==================== block 1
Block 1, I/O nets highlighted:
(2 px per um)
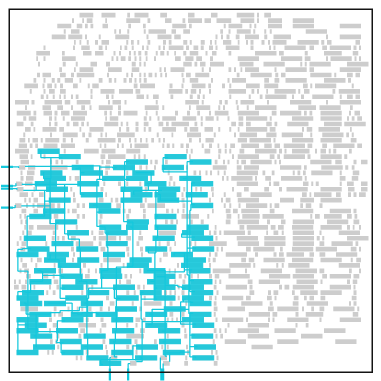

[src/rtl/spi_master.sv]
// Generic synchronous FIFO: registered push/pop, first-word fall-through read port.
// Latency: a pushed word is visible at rd_dat the cycle after the push edge.
// Backpressure: push ignored when full unless a pop happens in the same cycle; pop ignored when empty.
module fifo #(
  parameter int WIDTH = 8,
  parameter int DEPTH = 16
) (
  input  logic             clock,
  input  logic             reset,
  input  logic             wr_vld,
  input  logic [WIDTH-1:0] wr_dat,
  output logic             full,
  input  logic             rd_rdy,
  output logic [WIDTH-1:0] rd_dat,
  output logic             empty
);
  localparam int AW = $clog2(DEPTH);
  localparam logic [AW-1:0] PTR_ONE = AW'(1);
  localparam logic [AW:0]   CNT_ONE = (AW + 1)'(1);
  localparam logic [AW:0]   CNT_FULL = (AW + 1)'(DEPTH);

  logic [WIDTH-1:0] mem [DEPTH];
  logic [AW-1:0]    wr_ptr;
  logic [AW-1:0]    rd_ptr;
  logic [AW:0]      count;
  logic             do_push;
  logic             do_pop;

  assign empty   = (count == '0);
  assign full    = (count == CNT_FULL);
  assign do_pop  = rd_rdy && !empty;
  // A pop frees the slot being written, so a full FIFO still accepts a same-cycle push.
  assign do_push = wr_vld && (!full || do_pop);
  assign rd_dat  = empty ? '0 : mem[rd_ptr];

  always_ff @(posedge clock) begin
    if (reset) begin
      wr_ptr <= '0;
      rd_ptr <= '0;
      count  <= '0;
    end else begin
      if (do_push) wr_ptr <= wr_ptr + PTR_ONE;
      if (do_pop)  rd_ptr <= rd_ptr + PTR_ONE;
      case ({do_push, do_pop})
        2'b10:   count <= count + CNT_ONE;
        2'b01:   count <= count - CNT_ONE;
        default: count <= count;
      endcase
    end
  end

  always_ff @(posedge clock) begin
    if (do_push) mem[wr_ptr] <= wr_dat;
  end
endmodule

// SPI mode-0 master, MSB first, 8-bit frames, with TX and RX byte FIFOs.
// Latency: CS falls 2 cycles after a write into an idle empty TX FIFO; each byte takes 16 half-periods.
// Backpressure: TX writes dropped when full; RX bytes dropped with a one-cycle rx_overflow when RX is full.
module spi_master #(
  parameter int CLOCK_FREQUENCY = 27000000,
  parameter int SPI_FREQUENCY   = 1000000,
  parameter int FIFO_DEPTH      = 16,
  parameter int CS_IDLE_CYCLES  = 27
) (
  input  logic       clock,
  input  logic       reset,
  input  logic [7:0] tx_fifo_data_in,
  input  logic       tx_fifo_write_en,
  output logic       tx_fifo_full,
  output logic [7:0] rx_fifo_data_out,
  input  logic       rx_fifo_read_en,
  output logic       rx_fifo_empty,
  output logic       rx_overflow,
  output logic       busy,
  output logic       spi_clk,
  output logic       spi_cs,
  output logic       mosi,
  input  logic       miso
);
  localparam int HALF    = CLOCK_FREQUENCY / (2 * SPI_FREQUENCY);
  localparam int CNT_MAX = (HALF > CS_IDLE_CYCLES) ? HALF : CS_IDLE_CYCLES;
  localparam int CW      = $clog2(CNT_MAX + 1);
  localparam logic [CW-1:0] HALF_LAST = CW'(HALF - 1);
  localparam logic [CW-1:0] GAP_LAST  = CW'(CS_IDLE_CYCLES - 1);
  localparam logic [CW-1:0] CNT_ONE   = CW'(1);

  typedef enum logic [2:0] {IDLE, LEAD, HIGH, LOW, TRAIL, GAP} state_t;

  state_t      state, state_nxt;
  logic [CW-1:0] cnt, cnt_nxt;
  logic [2:0]  bit_cnt, bit_cnt_nxt;
  logic [6:0]  tx_sr, tx_sr_nxt;
  logic [7:0]  rx_sr, rx_sr_nxt;
  logic        cs_nxt, sck_nxt, mosi_nxt, ovf_nxt;
  logic        tick;
  logic        tx_pop, tx_empty;
  logic [7:0]  tx_head;
  logic        rx_push, rx_full;

  fifo #(.WIDTH(8), .DEPTH(FIFO_DEPTH)) u_tx_fifo (
    .clock  (clock),
    .reset  (reset),
    .wr_vld (tx_fifo_write_en),
    .wr_dat (tx_fifo_data_in),
    .full   (tx_fifo_full),
    .rd_rdy (tx_pop),
    .rd_dat (tx_head),
    .empty  (tx_empty)
  );

  fifo #(.WIDTH(8), .DEPTH(FIFO_DEPTH)) u_rx_fifo (
    .clock  (clock),
    .reset  (reset),
    .wr_vld (rx_push),
    .wr_dat (rx_sr),
    .full   (rx_full),
    .rd_rdy (rx_fifo_read_en),
    .rd_dat (rx_fifo_data_out),
    .empty  (rx_fifo_empty)
  );

  assign busy = (state != IDLE);
  assign tick = (cnt == HALF_LAST);

  always_comb begin
    state_nxt   = state;
    cs_nxt      = spi_cs;
    sck_nxt     = spi_clk;
    mosi_nxt    = mosi;
    bit_cnt_nxt = bit_cnt;
    tx_sr_nxt   = tx_sr;
    rx_sr_nxt   = rx_sr;
    tx_pop      = 1'b0;
    rx_push     = 1'b0;
    ovf_nxt     = 1'b0;
    case (state)
      IDLE: begin
        cs_nxt   = 1'b1;
        sck_nxt  = 1'b0;
        mosi_nxt = 1'b0;
        if (!tx_empty) begin
          tx_pop      = 1'b1;
          tx_sr_nxt   = tx_head[6:0];
          mosi_nxt    = tx_head[7];
          cs_nxt      = 1'b0;
          bit_cnt_nxt = 3'd0;
          state_nxt   = LEAD;
        end
      end
      LEAD, LOW: begin
        if (tick) begin
          sck_nxt   = 1'b1;
          rx_sr_nxt = {rx_sr[6:0], miso};
          state_nxt = HIGH;
        end
      end
      HIGH: begin
        if (tick) begin
          sck_nxt = 1'b0;
          if (bit_cnt != 3'd7) begin
            mosi_nxt    = tx_sr[6];
            tx_sr_nxt   = {tx_sr[5:0], 1'b0};
            bit_cnt_nxt = bit_cnt + 3'd1;
            state_nxt   = LOW;
          end else begin
            if (rx_full && !rx_fifo_read_en) ovf_nxt = 1'b1;
            else                             rx_push = 1'b1;
            // Burst continuation is decided only here, on the byte-complete edge.
            if (!tx_empty) begin
              tx_pop      = 1'b1;
              tx_sr_nxt   = tx_head[6:0];
              mosi_nxt    = tx_head[7];
              bit_cnt_nxt = 3'd0;
              state_nxt   = LOW;
            end else begin
              state_nxt = TRAIL;
            end
          end
        end
      end
      TRAIL: begin
        if (tick) begin
          cs_nxt    = 1'b1;
          mosi_nxt  = 1'b0;
          state_nxt = GAP;
        end
      end
      GAP: begin
        if (cnt == GAP_LAST) state_nxt = IDLE;
      end
      default: state_nxt = IDLE;
    endcase
    cnt_nxt = (state_nxt != state || state == IDLE) ? '0 : cnt + CNT_ONE;
  end

  always_ff @(posedge clock) begin
    if (reset) begin
      state       <= IDLE;
      cnt         <= '0;
      bit_cnt     <= 3'd0;
      tx_sr       <= '0;
      rx_sr       <= '0;
      spi_cs      <= 1'b1;
      spi_clk     <= 1'b0;
      mosi        <= 1'b0;
      rx_overflow <= 1'b0;
    end else begin
      state       <= state_nxt;
      cnt         <= cnt_nxt;
      bit_cnt     <= bit_cnt_nxt;
      tx_sr       <= tx_sr_nxt;
      rx_sr       <= rx_sr_nxt;
      spi_cs      <= cs_nxt;
      spi_clk     <= sck_nxt;
      mosi        <= mosi_nxt;
      rx_overflow <= ovf_nxt;
    end
  end
endmodule
[config.mk]
export PLATFORM = sky130hd
export DESIGN_NAME = spi_master
export DESIGN_NICKNAME = d
export VERILOG_FILES = /design/src/rtl/spi_master.sv
export SDC_FILE = /design/constraint.sdc
export NUM_CORES = 1
export LEC_CHECK = 0
export ABC_AREA = 1
export CAP_MARGIN = 30
export CELL_PAD_IN_SITES_DETAIL_PLACEMENT = 1
export CELL_PAD_IN_SITES_GLOBAL_PLACEMENT = 2
export CORE_UTILIZATION = 42
export DETAILED_ROUTE_END_ITERATION = 8
export PLACE_DENSITY_LB_ADDON = 0.15
export SYNTH_ARGS = -nofsm -noshare
export SYNTH_HDL_FRONTEND = slang
export SYNTH_SLANG_ARGS = --single-unit
[constraint.sdc]
create_clock -name clock -period 3.4 [get_ports clock]
set_input_delay 0.85 -clock clock [delete_from_list [all_inputs] [get_ports clock]]
set_output_delay 0.85 -clock clock [all_outputs]
set_load 0.005 [all_outputs]
==================== block 2
`src/rtl/secded_pkg.sv`:
```
// Shared sizes, FSM state and error-class types for the SECDED memory scrubber.
package secded_pkg;

    localparam int DATA_W = 8;
    localparam int CW_W   = 13;
    localparam int ADDR_W = 4;
    localparam int DEPTH  = 16;
    localparam int SYN_W  = 4;

    typedef enum logic [2:0] {
        ST_IDLE,
        ST_READ,
        ST_CHECK,
        ST_WRITE,
        ST_DONE
    } state_t;

    typedef enum logic [1:0] {
        CLS_CLEAN,
        CLS_CORR,
        CLS_UNCORR
    } err_class_t;

endpackage

```
`src/rtl/secded_dec.sv`:
```
// Combinational SECDED decoder: Hamming(12,8) syndrome plus overall parity bit cw[12].
module secded_dec
    import secded_pkg::*;
(
    input  logic [CW_W-1:0] i_cw,
    output err_class_t      o_class,
    output logic [CW_W-1:0] o_cw_fixed
);

    logic [SYN_W-1:0] w_syn;
    logic             w_par;

    // Syndrome is the XOR of the 1-based positions of every set bit below the overall-parity bit.
    always_comb begin
        // NOTE: every always_comb output gets a default first so no path can infer a latch.
        w_syn = '0;
        for (int i = 0; i < CW_W - 1; i++) begin
            if (i_cw[i]) begin
                w_syn = w_syn ^ SYN_W'(i + 1);
            end
        end
    end

    assign w_par = ^i_cw;

    always_comb begin
        o_class    = CLS_UNCORR;
        o_cw_fixed = i_cw;
        if (w_syn == '0) begin
            if (!w_par) begin
                o_class = CLS_CLEAN;
            end else begin
                o_class                = CLS_CORR;
                o_cw_fixed[CW_W-1]     = ~i_cw[CW_W-1];
            end
        end else if (w_par && (w_syn <= SYN_W'(CW_W - 1))) begin
            o_class    = CLS_CORR;
            o_cw_fixed = i_cw ^ (CW_W'(1) << (w_syn - SYN_W'(1)));
        end
    end

endmodule

```
`src/rtl/secded_scrubber.sv`:
```
// Sweeps a 16x13 SECDED memory, counting and (with SECDED_SCRUB_WRITEBACK_EN defined)
// writing back correctable words; uncorrectable words are counted and their address latched.
module secded_scrubber
    import secded_pkg::*;
#(
    parameter int CNT_W = 8
) (
    input  logic              clk,
    input  logic              rst,
    input  logic              start,
    output logic              busy,
    output logic              done,
    output logic [ADDR_W-1:0] mem_addr,
    input  logic [CW_W-1:0]   mem_rd_data,
    output logic              mem_wr_en,
    output logic [CW_W-1:0]   mem_wr_data,
    output logic [CNT_W-1:0]  corr_cnt,
    output logic [CNT_W-1:0]  uncorr_cnt,
    output logic [ADDR_W-1:0] err_addr
);

`ifdef SECDED_SCRUB_WRITEBACK_EN
    localparam bit WRITEBACK = 1'b1;
`else
    localparam bit WRITEBACK = 1'b0;
`endif

    state_t             r_state;
    logic [ADDR_W-1:0]  r_ptr;
    logic [CW_W-1:0]    r_word;
    logic               r_busy;
    logic               r_done;
    logic               r_wr_en;
    logic [CW_W-1:0]    r_wr_data;
    logic [CNT_W-1:0]   r_corr_cnt;
    logic [CNT_W-1:0]   r_uncorr_cnt;
    logic [ADDR_W-1:0]  r_err_addr;

    err_class_t         w_class;
    logic [CW_W-1:0]    w_fixed;
    logic               w_last;

    secded_dec u_dec (
        .i_cw       (r_word),
        .o_class    (w_class),
        .o_cw_fixed (w_fixed)
    );

    assign w_last = (r_ptr == ADDR_W'(DEPTH - 1));

    always_ff @(posedge clk or posedge rst) begin
        if (rst) begin
            r_state      <= ST_IDLE;
            r_ptr        <= '0;
            r_word       <= '0;
            r_busy       <= 1'b0;
            r_done       <= 1'b0;
            r_wr_en      <= 1'b0;
            r_wr_data    <= '0;
            r_corr_cnt   <= '0;
            r_uncorr_cnt <= '0;
            r_err_addr   <= '0;
        end else begin
            // NOTE: sequential state uses non-blocking assignments so every register samples pre-edge values.
            r_done    <= 1'b0;
            r_wr_en   <= 1'b0;
            r_wr_data <= '0;
            case (r_state)
                ST_IDLE: begin
                    if (start) begin
                        r_state      <= ST_READ;
                        r_busy       <= 1'b1;
                        r_ptr        <= '0;
                        r_corr_cnt   <= '0;
                        r_uncorr_cnt <= '0;
                    end
                end
                ST_READ: begin
                    r_word  <= mem_rd_data;
                    r_state <= ST_CHECK;
                end
                ST_CHECK: begin
                    if (w_class == CLS_CORR && r_corr_cnt != '1) begin
                        r_corr_cnt <= r_corr_cnt + CNT_W'(1);
                    end
                    if (w_class == CLS_UNCORR) begin
                        r_err_addr <= r_ptr;
                        if (r_uncorr_cnt != '1) begin
                            r_uncorr_cnt <= r_uncorr_cnt + CNT_W'(1);
                        end
                    end
                    if (WRITEBACK && w_class == CLS_CORR) begin
                        r_state   <= ST_WRITE;
                        r_wr_en   <= 1'b1;
                        r_wr_data <= w_fixed;
                    end else if (w_last) begin
                        r_state <= ST_DONE;
                        r_done  <= 1'b1;
                    end else begin
                        r_ptr   <= r_ptr + ADDR_W'(1);
                        r_state <= ST_READ;
                    end
                end
                ST_WRITE: begin
                    if (w_last) begin
                        r_state <= ST_DONE;
                        r_done  <= 1'b1;
                    end else begin
                        r_ptr   <= r_ptr + ADDR_W'(1);
                        r_state <= ST_READ;
                    end
                end
                ST_DONE: begin
                    r_state <= ST_IDLE;
                    r_busy  <= 1'b0;
                end
                default: begin
                    r_state <= ST_IDLE;
                    r_busy  <= 1'b0;
                end
            endcase
        end
    end

    assign busy        = r_busy;
    assign done        = r_done;
    assign mem_addr    = r_ptr;
    assign mem_wr_en   = r_wr_en;
    assign mem_wr_data = r_wr_data;
    assign corr_cnt    = r_corr_cnt;
    assign uncorr_cnt  = r_uncorr_cnt;
    assign err_addr    = r_err_addr;

endmodule

```
`config.mk`:
```
export PLATFORM = sky130hd
export DESIGN_NAME = secded_scrubber
export DESIGN_NICKNAME = d
export VERILOG_FILES = /design/src/rtl/secded_pkg.sv /design/src/rtl/secded_dec.sv /design/src/rtl/secded_scrubber.sv
export SDC_FILE = /design/constraint.sdc
export NUM_CORES = 1
export LEC_CHECK = 0
export CAP_MARGIN = 25
export CORE_ASPECT_RATIO = 1.5
export CORE_MARGIN = 2
export CORE_UTILIZATION = 25
export DETAILED_ROUTE_END_ITERATION = 8
export HOLD_SLACK_MARGIN = 0.08
export SYNTH_ARGS = -nofsm -noshare
export SYNTH_HDL_FRONTEND = slang
export SYNTH_HIERARCHICAL = 1
export SYNTH_SLANG_ARGS = --single-unit
```
`constraint.sdc`:
```
create_clock -name clk -period 7 [get_ports clk]
set_input_delay 1.05 -clock clk [delete_from_list [all_inputs] [get_ports clk]]
set_output_delay 1.05 -clock clk [all_outputs]
set_load 0.02 [all_outputs]
```
Block 2, I/O nets highlighted:
(4 px per um)
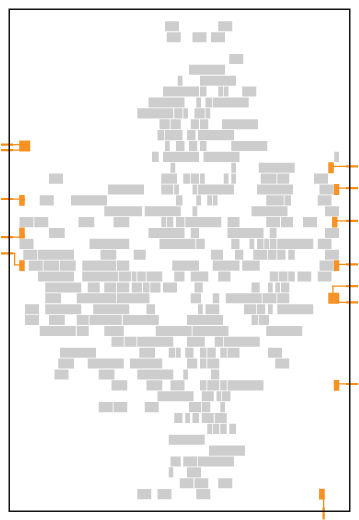
[orange] mem_wr_data | bits: 13 | direction: output | edge: 7 right, 5 left, 1 bottom | end cells: 13 | buffers: 0 | wire: 46.8 um
count of boundary I/O pins: 56
number of buffers inserted by port buffering: 41

==> flow_summary.rst, block 2 <==
Synthesis and place-and-route
=============================

.. list-table::
   :header-rows: 1

   * - Metric
     - Value
   * - TritonRoute pass-1 iters
     - 4
   * - Crit path depth
     - 9
   * - Number of hold-repair buffers added at the cts stage
     - 0
   * - Routing usage on met3
     - 0.0218
   * - CP max FO
     - 5
   * - Met2 Use GR
     - 0.185
   * - Share of the core filled with cells in the final layout
     - 0.318
   * - Launch point of the worst reg-to-reg path
     - r_word[6]
   * - # nets final
     - about 280
   * - Endpoint of the worst register-to-register path
     - uncorr_cnt[6]
   * - Crit. End Element
     - register
   * - Fraction of the cycle the final worst path needs
     - 0.448
   * - Number of nets with antenna violations after routing
     - 0
   * - Fmax achieved
     - 0.319 GHz
   * - CP Capture Point
     - uncorr_cnt[6]
   * - Largest delay share family, worst path
     - AND-OR/OR-AND gates
   * - Slew at the pin closest to its max-slew limit
     - 0.617 ns
   * - Core area
     - between 9000 and 10000 um^2
   * - Post_cts resized
     - 0
   * - Tap cell count
     - between 100 and 150
   * - Die boundary height
     - between 100 and 150 um
   * - Clk_buf instances
     - 7
   * - Relative contribution of sequential cells to total power
     - 0.365
   * - # rows
     - 44
   * - P&R area growth vs syn
     - 24.5%
   * - Crit path DAT
     - 3.31 ns
   * - Sw Ratio
     - 0.361
   * - Post-DP Area
     - 2900 um^2
   * - Sw Pwr
     - 0.379 mW
   * - Post-CTS repair timing setup buffer count
     - 0
   * - Register containing the most flip-flops in the final layout
     - r_word
   * - Cell Chain, Critical Path
     - xnor3_2 -> xnor2_4 -> xnor2_1 -> mux2_2 -> o211ai_1 -> nand3b_1 -> a211oi_2 -> o21ai_1 -> a211o_1
   * - Most common logic cells in the final layout
     - 42 x sky130_fd_sc_hd__dfrtp_1, 41 x sky130_fd_sc_hd__clkdlybuf4s50_1, 18 x sky130_fd_sc_hd__nand2_1
   * - Max rail drop VDD
     - between 0.1 and 0.15 mV
   * - Max-capacitance violation count
     - 0
   * - TritonCTS clock tree
     - yes
   * - Placed Instances
     - 370
   * - Flip-flop and latch power
     - 0.383 mW
   * - Root buffer cell
     - sky130_fd_sc_hd__clkbuf_16
   * - Status
     - completed
   * - Launch point of the worst path
     - r_word[6]
Block 1, wiring by layer:
(2 px per um) Two of the layers only.
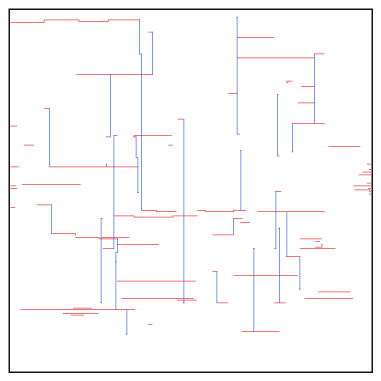
[red] met3 | wire length: 931 um
[blue] met4 | wire length: 798 um
global-route usage over all layers: 0.205
via count of the routed design: 8979
final routed wire length divided by cell count: 19.7 um
aggregate routed wire length: 33000 um

Block 1, cell outlines without signal wires:
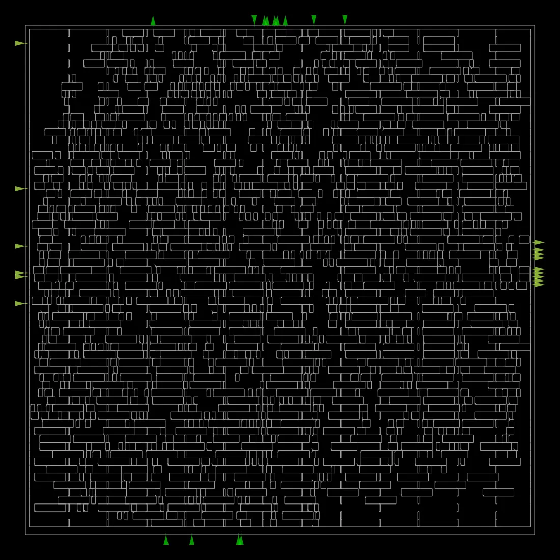
core area: 31500 um^2
share of the final layout cell area in sequential cells: 0.580
tap cell count: 402
sequential cell count: 320

Notes on 'I/O nets highlighted' of block 1 above:
[cyan] tx_fifo_data_in | bits: 8 | direction: input | edge: 4 bottom, 4 left | end cells: 128 | buffers: 8 | wire: 1550 um
number of buffers inserted by port buffering: 27
count of boundary I/O pins: 28

==> flow_summary.rst, block 1 <==
Synthesis and place-and-route
=============================

.. list-table::
   :header-rows: 1

   * - Metric
     - Value
   * - Sw Ratio
     - 0.324
   * - Area of the die
     - ~33000 um^2
   * - Status
     - completed
   * - Clk_buf instances
     - 49
   * - TritonCTS clock tree
     - yes
   * - Met2 Use GR
     - 0.367
   * - Routing usage on met3
     - 0.0252
   * - TritonCTS Buffers
     - 36
   * - Placed Instances
     - 1612
   * - Cell Area, Synth
     - 13400 um^2
   * - RSZ-0062 raised after global routing
     - yes
   * - Total number of yosys warnings
     - 0
   * - Largest net degree at the start of global routing
     - 67
   * - Combinational share of power
     - 0.292
   * - Minimum period implied by the final worst setup slack
     - 3.30 ns
   * - Worst-case headroom to the max-slew limit
     - 0.448
   * - Number of slew-limit violations in the final report
     - 0
   * - Die extent in x
     - 181 um
   * - Share of the synthesized area in the top cell type
     - 0.573
   * - Number of antenna violations at the first check in global routing
     - 0
   * - Met1 Resource Use GR
     - 0.257
   * - Max Root-Sink Buffers
     - 3

==> gallery <==
Wiring heat map.
shot_01.png
(3 px per um) 17 x 25 tiles, from dark blue (low) to red (high), scaled to the fullest tile. Values are wire area over tile area, all layers added.
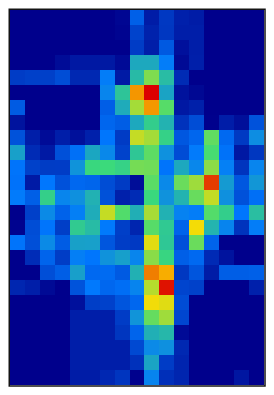
shot_02.png
(2 px per um) 36 x 36 tiles, from dark blue (low) to red (high), scaled to the fullest tile. Values are wire area over tile area, all layers added.
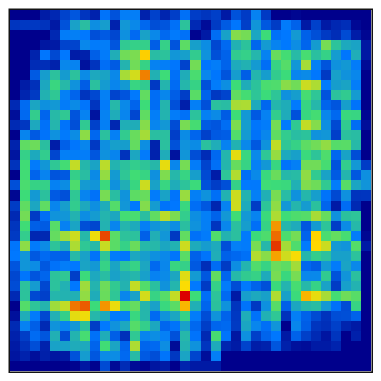
Block 1 is shot_02.png.
Block 2 is shot_01.png.

Key to shot_01.png:
mean over tiles: 0.077
emptiest ninth of the die: upper left
densest ninth of the die: center
fullest tile: 0.45



==> layout pictures side by side <==
Sequential cells grouped by signal name.
panel A
(3 px per um)
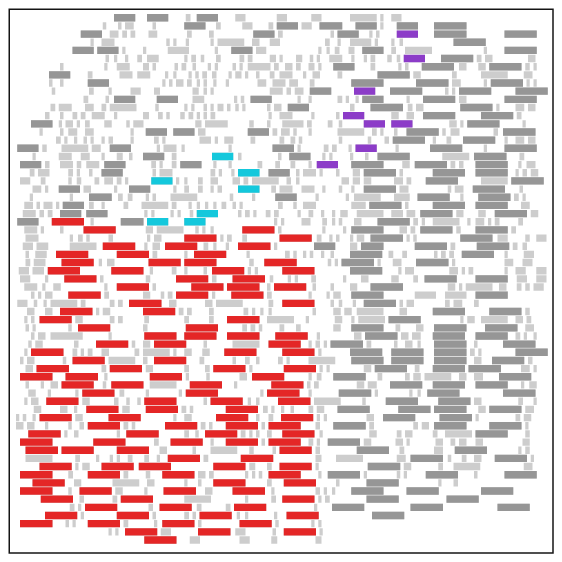
panel B
(4 px per um)
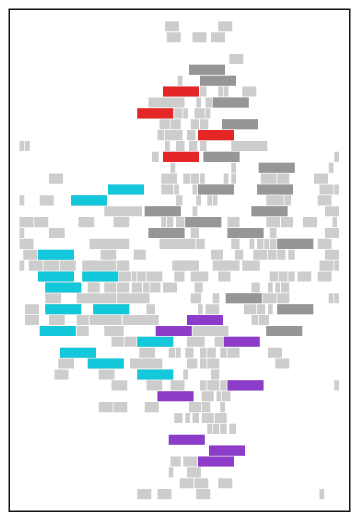
The one with the most cells is panel A.
The one with the largest die is panel A.
Block 1 is panel A.
Block 2 is panel B.

Key to panel B:
[red] mem_addr | placed flops: 4 | where: top center
[cyan] r_word | placed flops: 13
[purple] uncorr_cnt | placed flops: 8 | where: bottom center

Power figures rest on the tool's default switching activity, not on a simulated workload.
